==================== block 1
===== src/rtl/pending_prio_encoder_if.sv =====
// rtl/pending_prio_encoder_if.sv - request/acknowledge bus of the sticky priority encoder
//
// Signals:
//   CLR    master->slave  synchronous clear of all state (active-high)
//   EN     master->slave  capture enable for DATA
//   DATA   master->slave  request vector, bit i requests index i
//   ACK    master->slave  consumer accepts the index currently on out
//   out    slave->master  selected pending index (registered)
//   VALID  slave->master  at least one request pending
//   MULTI  slave->master  two or more requests pending
//   OVF    slave->master  sticky: a request hit a line that was already pending
interface pending_prio_encoder_if #(
  parameter int N = 8,
  parameter int W = 3
);
  logic         CLR;
  logic         EN;
  logic [N-1:0] DATA;
  logic         ACK;
  logic [W-1:0] out;
  logic         VALID;
  logic         MULTI;
  logic         OVF;

  modport master (
    output CLR, EN, DATA, ACK,
    input  out, VALID, MULTI, OVF
  );

  modport slave (
    input  CLR, EN, DATA, ACK,
    output out, VALID, MULTI, OVF
  );
endinterface


===== src/rtl/pending_prio_encoder.sv =====
// rtl/pending_prio_encoder.sv - sticky N-to-log2(N) priority encoder, fixed or round-robin
//
// Ports:
//   CP   clock, all state changes on the rising edge
//   CR   asynchronous active-low reset
//   bus  pending_prio_encoder_if.slave: CLR/EN/DATA/ACK in, out/VALID/MULTI/OVF out
// Parameters:
//   N   number of request lines (2..32)
//   W   index width, ceil(log2(N))
//   RR  0 = fixed priority (highest index wins), 1 = round-robin
module pending_prio_encoder #(
  parameter int N  = 8,
  parameter int W  = 3,
  parameter int RR = 0
) (
  input  logic                  CP,
  input  logic                  CR,
  pending_prio_encoder_if.slave bus
);

  localparam logic [W-1:0] PTR_INIT = W'(N - 1);
  localparam logic [N-1:0] ONE      = {{(N-1){1'b0}}, 1'b1};

  logic [N-1:0] pend_q;
  logic [W-1:0] ptr_q;
  logic [W-1:0] out_q;
  logic         valid_q;
  logic         multi_q;
  logic         ovf_q;

  logic [N-1:0] served;
  logic [N-1:0] captured;
  logic [N-1:0] pend_next;
  logic [W-1:0] ptr_next;
  logic [W-1:0] sel_next;
  logic         ovf_set;
  logic         take;

  // A retirement only happens when something is actually being shown;
  // ACK against an empty encoder has no effect on state.
  assign take     = valid_q & bus.ACK;
  assign served   = take ? (ONE << out_q) : '0;
  assign captured = bus.EN ? bus.DATA : '0;
  assign pend_next = (pend_q & ~served) | captured;
  assign ptr_next  = take ? out_q : ptr_q;

  // A bit retired and re-requested on the same edge is a fresh request,
  // so only bits that remain pending count as overflow.
  assign ovf_set = |(captured & pend_q & ~served);

  // Selection runs on the next pending state so out always matches VALID.
  always_comb begin
    sel_next = '0;
    if (RR == 0) begin
      for (int i = 0; i < N; i++) begin
        if (pend_next[i]) sel_next = W'(i);
      end
    end else begin
      // Scan downward over the rotated order so the last hit is the first
      // set index at or after ptr_next+1, wrapping from N-1 to 0.
      for (int k = N - 1; k >= 0; k--) begin
        int idx;
        idx = (int'(ptr_next) + 1 + k) % N;
        if (pend_next[idx]) sel_next = W'(idx);
      end
    end
  end

  always_ff @(posedge CP or negedge CR) begin
    if (!CR) begin
      pend_q  <= '0;
      ptr_q   <= PTR_INIT;
      out_q   <= '0;
      valid_q <= 1'b0;
      multi_q <= 1'b0;
      ovf_q   <= 1'b0;
    end else if (bus.CLR) begin
      pend_q  <= '0;
      ptr_q   <= PTR_INIT;
      out_q   <= '0;
      valid_q <= 1'b0;
      multi_q <= 1'b0;
      ovf_q   <= 1'b0;
    end else begin
      pend_q  <= pend_next;
      ptr_q   <= ptr_next;
      out_q   <= sel_next;
      valid_q <= |pend_next;
      // Clearing the lowest set bit leaves something only if two or more were set.
      multi_q <= |(pend_next & (pend_next - ONE));
      ovf_q   <= ovf_q | ovf_set;
    end
  end

  assign bus.out   = out_q;
  assign bus.VALID = valid_q;
  assign bus.MULTI = multi_q;
  assign bus.OVF   = ovf_q;

endmodule


===== src/flat_wrapper.sv =====
// flat-port wrapper written by rule: the top's interface ports become plain ports
module pending_prio_encoder_flat 
#(
  parameter int N  = 8,
  parameter int W  = 3,
  parameter int RR = 0
)
  (CP, CR, bus_CLR, bus_EN, bus_DATA, bus_ACK, bus_out, bus_VALID, bus_MULTI, bus_OVF);
  pending_prio_encoder_if #(.N(N), .W(W)) bus_i ();
  input  logic CP;
  input  logic CR;
  input wire logic [$bits(bus_i.CLR)-1:0] bus_CLR;
  input wire logic [$bits(bus_i.EN)-1:0] bus_EN;
  input wire logic [$bits(bus_i.DATA)-1:0] bus_DATA;
  input wire logic [$bits(bus_i.ACK)-1:0] bus_ACK;
  output wire logic [$bits(bus_i.out)-1:0] bus_out;
  output wire logic [$bits(bus_i.VALID)-1:0] bus_VALID;
  output wire logic [$bits(bus_i.MULTI)-1:0] bus_MULTI;
  output wire logic [$bits(bus_i.OVF)-1:0] bus_OVF;
  assign bus_i.CLR = bus_CLR;
  assign bus_i.EN = bus_EN;
  assign bus_i.DATA = bus_DATA;
  assign bus_i.ACK = bus_ACK;
  assign bus_out = bus_i.out;
  assign bus_VALID = bus_i.VALID;
  assign bus_MULTI = bus_i.MULTI;
  assign bus_OVF = bus_i.OVF;
  pending_prio_encoder #(.N(N), .W(W), .RR(RR)) u_core (.CP(CP), .CR(CR), .bus(bus_i));
endmodule

===== config.mk =====
export PLATFORM = sky130hd
export DESIGN_NAME = pending_prio_encoder_flat
export DESIGN_NICKNAME = d
export VERILOG_FILES = /design/src/rtl/pending_prio_encoder_if.sv /design/src/rtl/pending_prio_encoder.sv /design/src/flat_wrapper.sv
export SDC_FILE = /design/constraint.sdc
export NUM_CORES = 1
export LEC_CHECK = 0
export CAP_MARGIN = 20
export CORE_UTILIZATION = 43
export CTS_CLUSTER_DIAMETER = 120
export DETAILED_ROUTE_END_ITERATION = 7
export PLACE_DENSITY = 0.73
export RECOVER_POWER = 100
export SLEW_MARGIN = 20
export SYNTH_ARGS = -nofsm -noshare
export SYNTH_HDL_FRONTEND = slang
export SYNTH_SLANG_ARGS = --single-unit

===== constraint.sdc =====
create_clock -name CP -period 1.4 [get_ports CP]
set_input_delay 0.42 -clock CP [delete_from_list [all_inputs] [get_ports CP]]
set_output_delay 0.42 -clock CP [all_outputs]
set_load 0.1 [all_outputs]

==================== block 2
--- src/rtl/seq_or_matcher.sv ---
// seq_or_matcher: two independent sequence threads started from one attempt.
// Thread A: a at t, b==1 at t+1, e==1 at t+2   -> match_a in t+3.
// Thread B: c at t, (none) t+1, d==2 at t+2, e==2 at t+3 -> match_b in t+4.
// Overlapping attempts are tracked with one-hot shift stages per thread;
// start/match/fail counters saturate and can be cleared independently.
module seq_or_matcher #(
  parameter int unsigned CNT_W = 16
) (
  input  logic                    clk,
  input  logic                    rst,
  input  logic                    en,
  input  logic                    clr,
  input  logic                    a,
  input  logic                    c,
  input  logic signed [31:0]      b,
  input  logic signed [31:0]      d,
  input  logic signed [31:0]      e,
  output logic                    match_a,
  output logic                    match_b,
  output logic                    match,
  output logic [CNT_W-1:0]        match_cnt,
  output logic [CNT_W-1:0]        start_cnt,
  output logic [CNT_W-1:0]        fail_cnt
);

  localparam int unsigned OP_W  = 32;
  localparam int unsigned INC_W = 2;
  localparam int unsigned SUM_W = CNT_W + 1;

  // Per-thread local values; each thread only ever compares against its own.
  localparam logic signed [OP_W-1:0] V_A = 32'sd1;
  localparam logic signed [OP_W-1:0] V_B = 32'sd2;

  // Stage occupancy: a_s1 = thread A one cycle old, etc.
  logic a_s1, a_s2;
  logic b_s1, b_s2, b_s3;

  // Check results and per-stage outcomes for the current cycle.
  logic start_a, start_b;
  logic b_ok_a, e_ok_a, d_ok_b, e_ok_b;
  logic adv_a2, kill_a1, kill_a2, done_a;
  logic adv_b3, kill_b2, kill_b3, done_b;
  logic [INC_W-1:0] n_start, n_done, n_kill;

  // Saturating add of a 0..2 increment; never wraps past all-ones.
  function automatic logic [CNT_W-1:0] sat_add(
    input logic [CNT_W-1:0] cnt,
    input logic [INC_W-1:0] inc
  );
    logic [SUM_W-1:0] sum;
    sum = {1'b0, cnt} + SUM_W'(inc);
    if (sum[SUM_W-1]) begin
      return '1;
    end
    return sum[CNT_W-1:0];
  endfunction

  // Stage checks, kills and completions; full 32-bit signed equality.
  always_comb begin
    start_a = en & a;
    start_b = en & c;

    b_ok_a  = (b == V_A);
    e_ok_a  = (e == V_A);
    d_ok_b  = (d == V_B);
    e_ok_b  = (e == V_B);

    adv_a2  = a_s1 &  b_ok_a;
    kill_a1 = a_s1 & ~b_ok_a;
    done_a  = a_s2 &  e_ok_a;
    kill_a2 = a_s2 & ~e_ok_a;

    adv_b3  = b_s2 &  d_ok_b;
    kill_b2 = b_s2 & ~d_ok_b;
    done_b  = b_s3 &  e_ok_b;
    kill_b3 = b_s3 & ~e_ok_b;

    n_start = INC_W'(start_a) + INC_W'(start_b);
    n_done  = INC_W'(done_a)  + INC_W'(done_b);
    // Kills are counted at most once per thread kind per cycle.
    n_kill  = INC_W'(kill_a1 | kill_a2) + INC_W'(kill_b2 | kill_b3);
  end

  // Thread stage shift registers; reset discards in-flight attempts.
  always_ff @(posedge clk) begin
    if (rst) begin
      a_s1 <= 1'b0;
      a_s2 <= 1'b0;
      b_s1 <= 1'b0;
      b_s2 <= 1'b0;
      b_s3 <= 1'b0;
    end else begin
      a_s1 <= start_a;
      a_s2 <= adv_a2;
      b_s1 <= start_b;
      b_s2 <= b_s1;
      b_s3 <= adv_b3;
    end
  end

  // Registered match pulses; unaffected by clr.
  always_ff @(posedge clk) begin
    if (rst) begin
      match_a <= 1'b0;
      match_b <= 1'b0;
      match   <= 1'b0;
    end else begin
      match_a <= done_a;
      match_b <= done_b;
      match   <= done_a | done_b;
    end
  end

  // Event counters; clr zeroes them and overrides any increment.
  always_ff @(posedge clk) begin
    if (rst || clr) begin
      match_cnt <= '0;
      start_cnt <= '0;
      fail_cnt  <= '0;
    end else begin
      match_cnt <= sat_add(match_cnt, n_done);
      start_cnt <= sat_add(start_cnt, n_start);
      fail_cnt  <= sat_add(fail_cnt, n_kill);
    end
  end

endmodule
--- config.mk ---
export PLATFORM = sky130hd
export DESIGN_NAME = seq_or_matcher
export DESIGN_NICKNAME = d
export VERILOG_FILES = /design/src/rtl/seq_or_matcher.sv
export SDC_FILE = /design/constraint.sdc
export NUM_CORES = 1
export LEC_CHECK = 0
export CAP_MARGIN = 20
export CORE_MARGIN = 4
export CORE_UTILIZATION = 42
export CTS_CLUSTER_SIZE = 8
export DETAILED_ROUTE_END_ITERATION = 7
export PLACE_DENSITY_LB_ADDON = 0.25
export SLEW_MARGIN = 0
export SYNTH_ARGS = -nofsm -noshare
export SYNTH_HDL_FRONTEND = slang
export SYNTH_SLANG_ARGS = --single-unit
--- constraint.sdc ---
create_clock -name clk -period 4.5 [get_ports clk]
set_input_delay 0.675 -clock clk [delete_from_list [all_inputs] [get_ports clk]]
set_output_delay 0.675 -clock clk [all_outputs]
set_load 0.01 [all_outputs]

## Gallery

M3 wires.
panel A
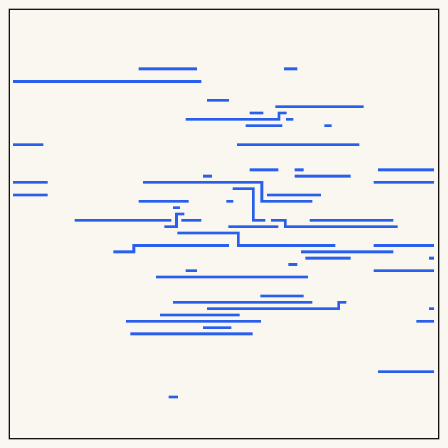
panel B
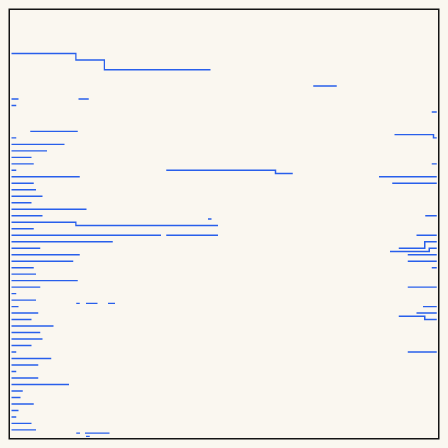
| from | picture |
|---|---|
| block 2 | panel B |
| block 1 | panel A |

Figure 1. Pin map (block 2).
Pins as bars across the die edge, other pins in grey.
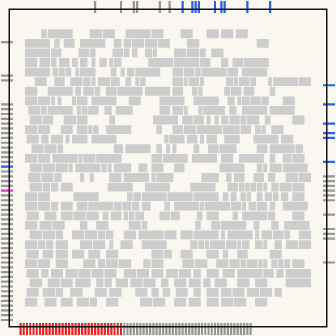
`match_cnt`: shown in blue, pins 16, direction output, edge 9 north, 6 east, 1 west. `e`: shown in red, pins 32, direction input, edge south. `en`: shown in magenta, pins 1, direction input, edge west.
# port buffers: 152
horizontal die dimension: 89.7 µm
Die H: 89.7 µm

Figure 2. Congestion heat map (block 2).
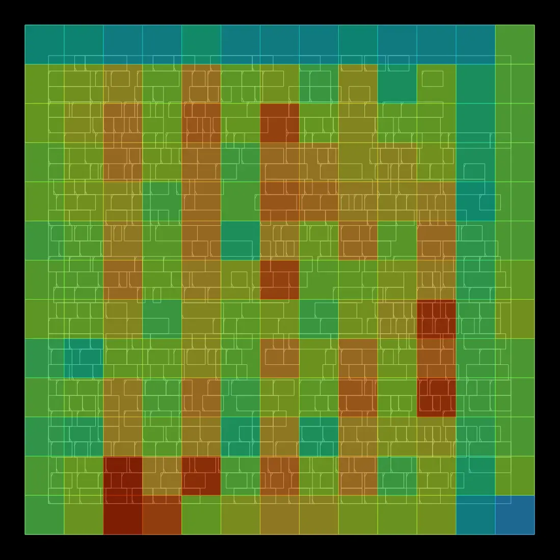
met2 usage: 33.5%
global router's overall resource usage: 19.1%
utilization after layout: 69.5%
global-route met1 utilization: 23.0%

==> results.txt, block 2 <==
This note records the results obtained with Yosys and OpenROAD.

Run status
The flow ran to the end, and the final reports show no timing, DRC or antenna violations.

Die
The I/O pin count is 153. The total die size is 8050 µm². Before placement the cells fill 43.7% of the core.

Place
The worst setup slack after placement is 291 ps. The final estimated routing congestion in global placement is 0.848.

Finish
The tally of non-filler cells in the final layout is 542. According to the finish report, the design has a final net count of 572. The area growth from synthesis to layout is 59.2%. The area of all sequential standard cells is 1120 µm².

Yosys
The Yosys step of the flow raised 0 warnings. The post-synthesis area per instance is 8.90 µm². The most instantiated library cell after synthesis is dfxtp_1. The share of cell area taken by muxes after synthesis is 0.357%. The post-synthesis net count is 423. Per the synthesis report, the XOR/XNOR share of the synthesized area is 8.75%.

The area fraction in and, or, nand and nor cells is 30.9%. Counting flops with a built-in enable in the synthesized netlist gives 0. The dominant kind of combinational cell is simple AND/OR/NAND/NOR gates.

Clock network
The CTS buffer count is 5. The clock drives 56 sinks. The number of gates resized after cts is 0. The later pin in the worst-skew pair is clocked with a latency of 300 ps.

The maximum count of clock buffers along a single path is 2.

Route
Wires add up to 8070 µm. Using the TritonRoute via totals, the vias-per-cell ratio works out to 5.35. Signal nets in the final route climb as high as met4.

The routed layout has 2899 vias. The residual DRC count is 0.

Timing
The worst max-slew margin expressed relative to the limit is 30.7%. For reference, the final report shows the max-slew violation count at 0. Setup repair after global routing left no endpoint under its margin.

The post-layout worst setup margin is 613 ps.

Setup path
The critical path's slowest cell is or3_2. The critical path arrival is 4110 ps. The critical path is of the input pin to register type. The required time at the endpoint of the critical path is 4720 ps.

The critical path's largest stage delay is 550 ps. In this run the number of cells on the critical path is 11. In this run the critical register-to-register path is launched from a_s2. Counting cells, the worst reg-to-reg path comes to 9. The timing startpoint of the critical path is e[31].

Power
Summed over all combinational cells, the power is 0.000113 W. Clock network power for this build is 0.000285 W. The power report shows net switching accounting for 21.1% of the total. The power report puts the leakage power at 1.35 nW.

Combinational logic burns 12.6% of the power.

Run
Across the run, the number of max-cap violations was 0.

GRT
The number of antenna violations at the first check in global routing is 0.
-- block 2: layer usage --
metal,GRT usage [%],vias up
li1,-,1463
met1,23.0,1346
met2,33.5,82
met3,6.09,8
met4,4.21,0
met5,0,-
-- block 2: area by class of cell --
type	instances	area share, %
clock buffer	7	1.93
clock inverter	1	0.168
inverter	15	1.26
multi-input combinational	234	35.3
sequential	56	25.1
tap	77	2.16
timing repair buffer	152	34.1
Figure 3. Congestion heat map (block 1).
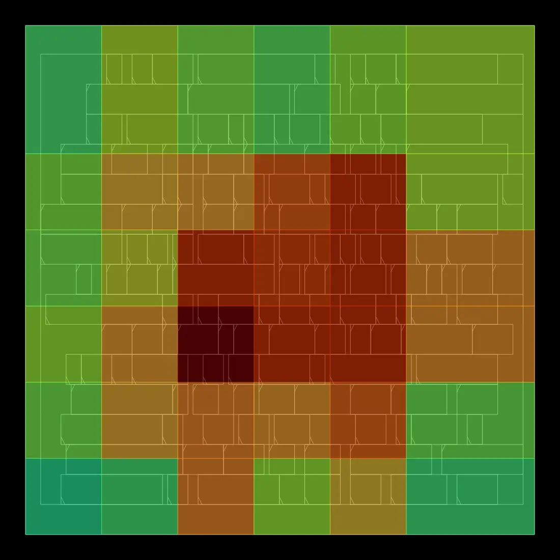
met2 usage: 52.7%
utilization after layout: 84.9%

==> results.txt, block 1 <==
This note records the results obtained with Yosys and OpenROAD.

Route
The total vias in the final route is 1100.

Setup path
The timing report shows that the slowest cell on the worst path is dfrtp_4.

Place
The worst setup slack after placement is -765 ps. The half-perimeter wire length of the detailed placement result is 2080 µm. The post-place instance area is 1350 µm².

Finish
Non-clock buffers in the final layout number 53.

Timing
The fmax is 570 MHz. The transition time recorded at the tightest slew-check pin is 789 ps. The final-report setup violation count is 12. Setup slack on the critical path of the routed design comes to -355 ps.

GRT
The overall global routing resource usage is 31.6%.

Power
In this run the static leakage power is 0.670 nW.

Yosys
The fraction of the yosys area taken by sequential cells is 41.9%.

Run status
The final reports fail on setup timing. The run finished, with violations left.

Hold path
STA reports the tightest min-delay check as being of type register to register.
block 1: through the flow:
step / total power, W / utilization, % / setup TNS [ps] / cells
after floorplan: 0.000757 / - / -1650 / 99
after global placement: 0.00103 / 75.4 / -6600 / 171
after detailed placement: 0.00104 / 75.4 / -7100 / 171
after CTS: 0.00136 / 80.7 / -2110 / 177
after global routing: 0.00147 / 84.9 / -3450 / 179
final: 0.00142 / 84.9 / -2700 / 179
block 1: flip-flops by register name (all words and copies together) (netlist names):
signal and count:
u_core.pend_q 8, u_core.bus.VALID 1, u_core.bus.OVF 1, u_core.bus.out 3, u_core.bus.MULTI 1

==================== block 3
Figure 4. M3 wires (block 3).
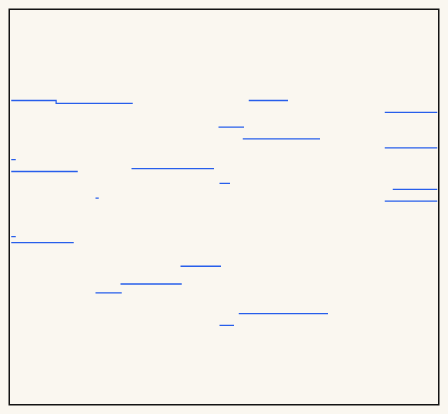
Figure 5. Congestion heat map (block 3).
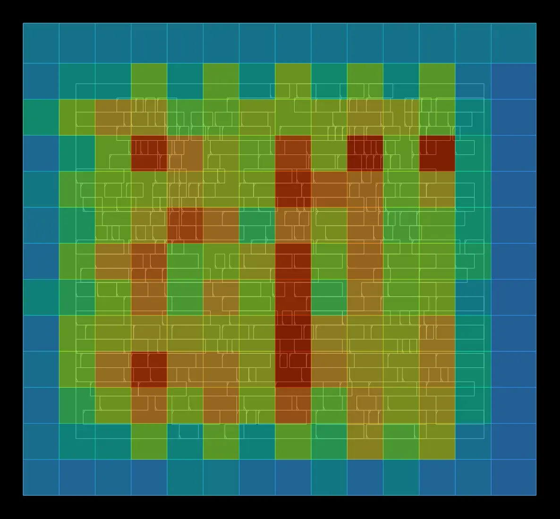
$ cat config.mk
export PLATFORM = sky130hd
export DESIGN_NAME = revo_trigger_encoder_flat
export DESIGN_NICKNAME = d
export VERILOG_FILES = /design/src/rtl/revo_trigger_encoder_if.sv /design/src/rtl/revo_trigger_encoder.sv /design/src/flat_wrapper.sv
export SDC_FILE = /design/constraint.sdc
export NUM_CORES = 1
export LEC_CHECK = 0
export CAP_MARGIN = 5
export CORE_ASPECT_RATIO = 0.9
export CORE_MARGIN = 10
export CORE_UTILIZATION = 58
export CTS_CLUSTER_DIAMETER = 100
export DETAILED_ROUTE_END_ITERATION = 10
export PLACE_DENSITY_LB_ADDON = 0.08
export SYNTH_ARGS = -nofsm -noshare
export SYNTH_HDL_FRONTEND = slang
export SYNTH_SLANG_ARGS = --single-unit
$ cat constraint.sdc
create_clock -name clock -period 4.2 [get_ports clock]
set_clock_uncertainty 0.05 [all_clocks]
set_input_delay 0.84 -clock clock [delete_from_list [all_inputs] [get_ports clock]]
set_output_delay 0.84 -clock clock [all_outputs]
set_load 0.005 [all_outputs]
$ cat src/rtl/revo_trigger_encoder_if.sv
// Signal bundle between the trigger encoder and its environment.
// The master drives the raw trigger lines; the slave is the encoder.
`timescale 1ns/1ps
interface revo_trigger_encoder_if #(
    parameter int unsigned CHANNELS = 4
);
    logic [CHANNELS-1:0] raw_trg;
    logic                fake_enable;
    logic [CHANNELS-1:0] trg_out;
    logic                encoded_ce;
    logic                frame_busy;
    logic                overflow;
    logic                revo_fake;

    modport master (
        output raw_trg, fake_enable,
        input  trg_out, encoded_ce, frame_busy, overflow, revo_fake
    );

    modport slave (
        input  raw_trg, fake_enable,
        output trg_out, encoded_ce, frame_busy, overflow, revo_fake
    );
endinterface

$ cat src/rtl/revo_trigger_encoder.sv
// Multi-channel trigger qualifier and serialiser onto an ODDR clock-enable line,
// with a synthesised channel-0 revolution marker when the real one goes missing.
`timescale 1ns/1ps
module revo_trigger_encoder #(
    parameter int unsigned CHANNELS     = 4,
    parameter int unsigned HISTORY      = 16,
    parameter int unsigned MAX_DURATION = 8,
    parameter int unsigned GAP          = 2,
    parameter int unsigned REVO_PERIOD  = 1024
) (
    input  logic                         clock,
    input  logic                         reset,
    revo_trigger_encoder_if.slave        bus
);
    localparam int unsigned CH_BITS = $clog2(CHANNELS);
    localparam int unsigned SEQ_MAX = (CH_BITS > GAP) ? CH_BITS : GAP;
    localparam int unsigned SEQ_W   = $clog2(SEQ_MAX + 1);
    localparam int unsigned PER_W   = $clog2(REVO_PERIOD);
    localparam logic [PER_W-1:0] PER_LAST = PER_W'(REVO_PERIOD - 1);

    typedef enum logic [1:0] {S_IDLE, S_START, S_CHAN, S_GAP} state_t;

    logic [HISTORY-1:0]  r_hist [CHANNELS];
    logic [CHANNELS-1:0] r_trg_out, r_pend;
    logic                r_ce, r_busy, r_overflow, r_revo_fake, r_armed;
    logic [PER_W-1:0]    r_period;
    state_t              r_state;
    logic [SEQ_W-1:0]    r_seq;
    logic [CH_BITS-1:0]  r_shift;

    logic [CHANNELS-1:0] w_qual, w_trg, w_clr;
    logic                w_fake, w_ovf, w_ce_nx, w_busy_nx;
    state_t              w_state_nx;
    logic [SEQ_W-1:0]    w_seq_nx;
    logic [CH_BITS-1:0]  w_shift_nx, w_sel;

    // Short isolated pulse: leading edge at the window boundary, quiet before, not full width.
    always_comb begin
        w_qual = '0;
        for (int c = 0; c < int'(CHANNELS); c++) begin
            w_qual[c] = r_hist[c][MAX_DURATION-1]
                     && (r_hist[c][HISTORY-1:MAX_DURATION] == '0)
                     && !(&r_hist[c][MAX_DURATION-1:0]);
        end
    end

    // Fake ch0 only fires when the period expires without a real ch0 this cycle.
    always_comb begin
        w_fake   = r_armed && bus.fake_enable && (r_period == PER_LAST) && !w_qual[0];
        w_trg    = w_qual;
        w_trg[0] = w_qual[0] | w_fake;
        w_ovf    = |(w_trg & r_pend & ~w_clr);
    end

    always_ff @(posedge clock or posedge reset) begin
        if (reset) begin
            for (int c = 0; c < int'(CHANNELS); c++) r_hist[c] <= '0;
        end else begin
            for (int c = 0; c < int'(CHANNELS); c++)
                r_hist[c] <= {r_hist[c][HISTORY-2:0], bus.raw_trg[c]};
        end
    end

    // Frame sequencer: pick lowest pending channel, emit start, index bits, gap.
    always_comb begin
        w_state_nx = r_state;
        w_seq_nx   = r_seq;
        w_shift_nx = r_shift;
        w_ce_nx    = 1'b1;
        w_busy_nx  = 1'b0;
        w_clr      = '0;
        w_sel      = '0;
        for (int c = int'(CHANNELS) - 1; c >= 0; c--) begin
            if (r_pend[c]) w_sel = CH_BITS'(c);
        end
        case (r_state)
            S_IDLE: begin
                if (|r_pend) begin
                    w_clr[w_sel] = 1'b1;
                    w_shift_nx   = w_sel;
                    w_state_nx   = S_START;
                    w_ce_nx      = 1'b0;
                    w_busy_nx    = 1'b1;
                end
            end
            S_START: begin
                w_state_nx = S_CHAN;
                w_seq_nx   = '0;
                w_ce_nx    = ~r_shift[CH_BITS-1];
                w_shift_nx = r_shift << 1;
                w_busy_nx  = 1'b1;
            end
            S_CHAN: begin
                w_busy_nx = 1'b1;
                if (r_seq == SEQ_W'(CH_BITS - 1)) begin
                    w_state_nx = S_GAP;
                    w_seq_nx   = '0;
                end else begin
                    w_seq_nx   = r_seq + SEQ_W'(1);
                    w_ce_nx    = ~r_shift[CH_BITS-1];
                    w_shift_nx = r_shift << 1;
                end
            end
            S_GAP: begin
                if (r_seq == SEQ_W'(GAP - 1)) begin
                    w_state_nx = S_IDLE;
                end else begin
                    w_seq_nx  = r_seq + SEQ_W'(1);
                    w_busy_nx = 1'b1;
                end
            end
            default: w_state_nx = S_IDLE;
        endcase
    end

    always_ff @(posedge clock or posedge reset) begin
        if (reset) begin
            r_state     <= S_IDLE;
            r_seq       <= '0;
            r_shift     <= '0;
            r_ce        <= 1'b1;
            r_busy      <= 1'b0;
            r_trg_out   <= '0;
            r_pend      <= '0;
            r_overflow  <= 1'b0;
            r_revo_fake <= 1'b0;
            r_armed     <= 1'b0;
            r_period    <= '0;
        end else begin
            r_state    <= w_state_nx;
            r_seq      <= w_seq_nx;
            r_shift    <= w_shift_nx;
            r_ce       <= w_ce_nx;
            r_busy     <= w_busy_nx;
            r_trg_out  <= w_trg;
            r_pend     <= (r_pend & ~w_clr) | w_trg;
            r_overflow <= r_overflow | w_ovf;
            r_armed    <= r_armed | w_qual[0];
            if (w_fake)         r_revo_fake <= 1'b1;
            else if (w_qual[0]) r_revo_fake <= 1'b0;
            // Counter saturates at the last period value when fakes are disabled.
            if (w_trg[0])                            r_period <= '0;
            else if (r_armed && r_period != PER_LAST) r_period <= r_period + PER_W'(1);
        end
    end

    assign bus.trg_out    = r_trg_out;
    assign bus.encoded_ce = r_ce;
    assign bus.frame_busy = r_busy;
    assign bus.overflow   = r_overflow;
    assign bus.revo_fake  = r_revo_fake;
endmodule

$ cat src/flat_wrapper.sv
// flat-port wrapper written by rule: the top's interface ports become plain ports
module revo_trigger_encoder_flat 
#(
    parameter int unsigned CHANNELS     = 4,
    parameter int unsigned HISTORY      = 16,
    parameter int unsigned MAX_DURATION = 8,
    parameter int unsigned GAP          = 2,
    parameter int unsigned REVO_PERIOD  = 1024
)
  (clock, reset, bus_raw_trg, bus_fake_enable, bus_trg_out, bus_encoded_ce, bus_frame_busy, bus_overflow, bus_revo_fake);
  revo_trigger_encoder_if #(.CHANNELS(CHANNELS)) bus_i ();
  input  logic clock;
  input  logic reset;
  input wire logic [$bits(bus_i.raw_trg)-1:0] bus_raw_trg;
  input wire logic [$bits(bus_i.fake_enable)-1:0] bus_fake_enable;
  output wire logic [$bits(bus_i.trg_out)-1:0] bus_trg_out;
  output wire logic [$bits(bus_i.encoded_ce)-1:0] bus_encoded_ce;
  output wire logic [$bits(bus_i.frame_busy)-1:0] bus_frame_busy;
  output wire logic [$bits(bus_i.overflow)-1:0] bus_overflow;
  output wire logic [$bits(bus_i.revo_fake)-1:0] bus_revo_fake;
  assign bus_i.raw_trg = bus_raw_trg;
  assign bus_i.fake_enable = bus_fake_enable;
  assign bus_trg_out = bus_i.trg_out;
  assign bus_encoded_ce = bus_i.encoded_ce;
  assign bus_frame_busy = bus_i.frame_busy;
  assign bus_overflow = bus_i.overflow;
  assign bus_revo_fake = bus_i.revo_fake;
  revo_trigger_encoder #(.CHANNELS(CHANNELS), .HISTORY(HISTORY), .MAX_DURATION(MAX_DURATION), .GAP(GAP), .REVO_PERIOD(REVO_PERIOD)) u_core (.clock(clock), .reset(reset), .bus(bus_i));
endmodule
==> results.txt <==
This note records the results obtained with Yosys and OpenROAD.

Setup path
The setup slack of the worst register-to-register path is 2300 ps. Along the critical path, the tally of buffer and inverter instances is 1. The cell type group with the largest total delay on the critical path is flip-flops. The critical path ends at bus_encoded_ce. The report puts the cell count of the worst reg-to-reg path at 4. The endpoint class of the critical path is an output pin. The class of the most critical setup path is register to output pin. The sort of element at the start of the critical path is a register.

The report lists the cells along the critical path as clkdlybuf4s50_1. Tracing the worst setup path back leads to its startpoint at u_core.bus.encoded_ce. In this run the critical register-to-register path is launched from u_core.r_state[0]. All stages included, the depth of the critical timing path comes to 1. In this design, the stage delay of the slowest critical-path cell is 520 ps.

Route
The residual DRC count is 0. In the post-route report, total wirelength is listed as 4980 µm. Per the detail_route report, the via count comes to 1818.

The count of nets left with antenna violations once routing finished came out at 0. TritonRoute output was used to compute an average wire per cell of 15.1 µm. The post-detailed-route via-to-cell ratio is 5.53. The starting DRC count in detailed routing is 41.

Power
Net switching is 29.2% of the power. The clock network power reported by the tool is 0.000596 W. In this run the static leakage power is 1.60 nW. The sequential share of power is 53.2%. The combinational cell fraction of total power is 18.0%. Summed over all sequential cells, the power is 0.00110 W. The internal portion of the total power is 0.00147 W.

Yosys
Sequential cells were found to cover 72.7% of the synthesized design area. dfrtp_1 takes more of the synthesized area than any other cell. Dividing the synthesized area by the synthesized cell count gives 13.8 µm².

Per the post-synthesis report, the number of cells in the design is 232. In this run, the synthesized area fraction spent on AND-OR/OR-AND gates is recorded as 8.87%. The synthesized netlist has a Yosys-reported chip area of 3200 µm². Ranked by total cell area, the synthesized netlist is headed by dfrtp_1 72%, ha_1 3.1%, nor2_1 2.5%. The area fraction of the dominant cell type after synthesis is 71.9%. The most instantiated library cell after synthesis is dfrtp_1.

Before any placement, the netlist area is recorded as 3200 µm². For reference, the mux area share after synthesis is 0.664%. The fraction of registers with async set/reset is 100%. The parity-gate share of the synthesized area counting xor and xnor cells is 0.274%. By count the netlist is led by 92 x dfrtp_1, 21 x nor2_1, 13 x a21oi_1, 11 x o21ai_0, 10 x nand2_1.

The dominant kind of combinational cell is simple AND/OR/NAND/NOR gates.

Finish
The register name with the most flops is u_core.r_hist. Fill cells in the final layout number 391. The registers reported with the highest flop counts are u_core.r_hist (64), u_core.r_period (10). The final layout contains 272 nets.

GRT
Across every metal layer, demand over resource in global routing totals 12.3%. The remaining global-route overflow is 0.

Timing
The final-report setup violation count is 0. The post-layout worst setup margin is 1950 ps. The tightest hold path in the finished design has a slack of 320 ps.

Hold path
The endpoint of the worst hold-timing path is u_core.r_hist[18]. The launch point of the worst hold path is u_core.r_hist[17]. The worst hold path was traced through 0 stages.

Run
The number of logged tool warnings is 31.

Clock network
The number of gates resized after cts is 0. The TritonCTS clock tree is done. The CTS log lists the clock sinks for this run as 93. No sink is reached through more buffers than the 2 on the longest clock path.

The master cell of the clock root buffer is clkbuf_8. The number of levels the H-tree was split into is 3. The source-to-sink clock delay at the later pin of the worst-skew pair is 360 ps.

Run status
The run finished with clean final reports.

Place
After its last routability iteration, the placer logged a weighted congestion of 0.750. In this run, placement finished with an instance count of 313. Note, the detailed placer reported a final HPWL of 3290 µm.

Die
The starting density of the core is 60.2%. The total die size is 8900 µm².
Notes on Figure 4 above:
11 nets have wire on it. The layer carries 208 µm of wire. The wires run mostly horizontal.

Notes on Figure 5 above:
utilization after layout: 68.4%
most crowded layer after global routing: met2
global-route met1 utilization: 15.3%

[area by class of cell]
| type | instances | area (µm²) | area share, % |
|---|---|---|---|
| sequential | 93 | 2330 | 64.0 |
| tap | 67 | 83.8 | 2.30 |
| clock buffer | 10 | 138 | 3.78 |
| inverter | 9 | 35.0 | 0.963 |
| multi-input combinational | 128 | 828 | 22.8 |
| clock inverter | 6 | 68.8 | 1.89 |
| timing repair buffer | 16 | 155 | 4.27 |
[layer usage]
layer	track usage [%]	wire length, µm
met3	4.97	207
met4	5.97	82
met5	0	0
met1	15.3	2340
met2	18.2	2350


==> gallery <==
Routed metal, one colour a layer.
Two of the layers only.
shot_01.png
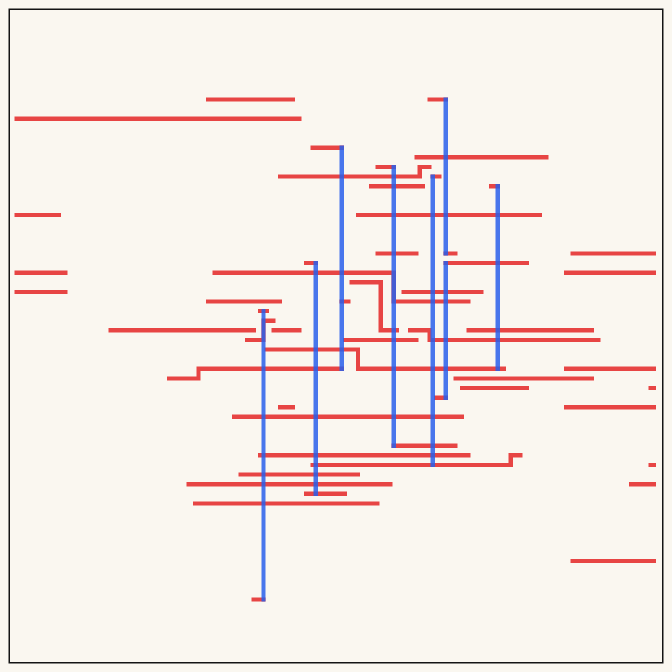
shot_02.png
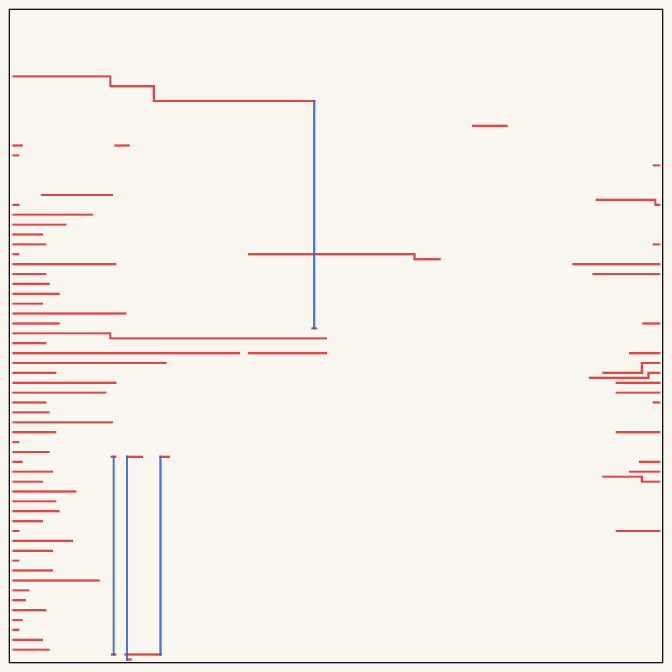
shot_03.png
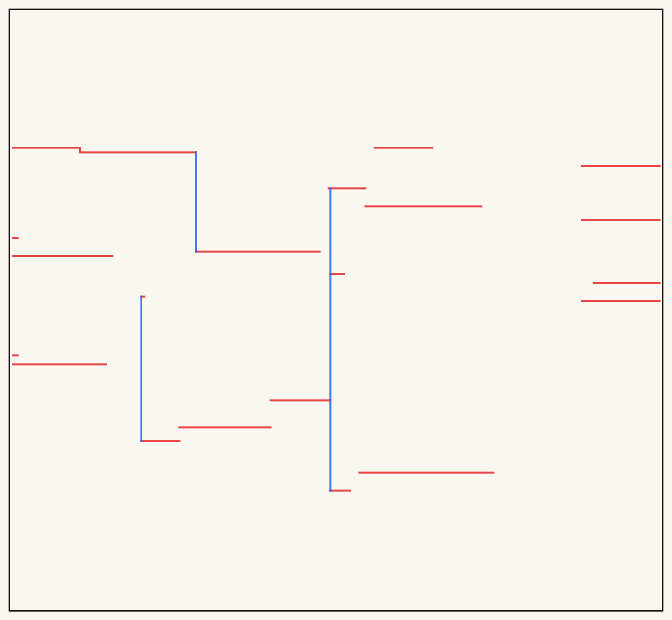
The one with the least wire is shot_01.png.
The one with the most wire is shot_02.png.
shot_03.png: block 3
shot_02.png: block 2
shot_01.png: block 1

Power is estimated from default activity; no workload was simulated.
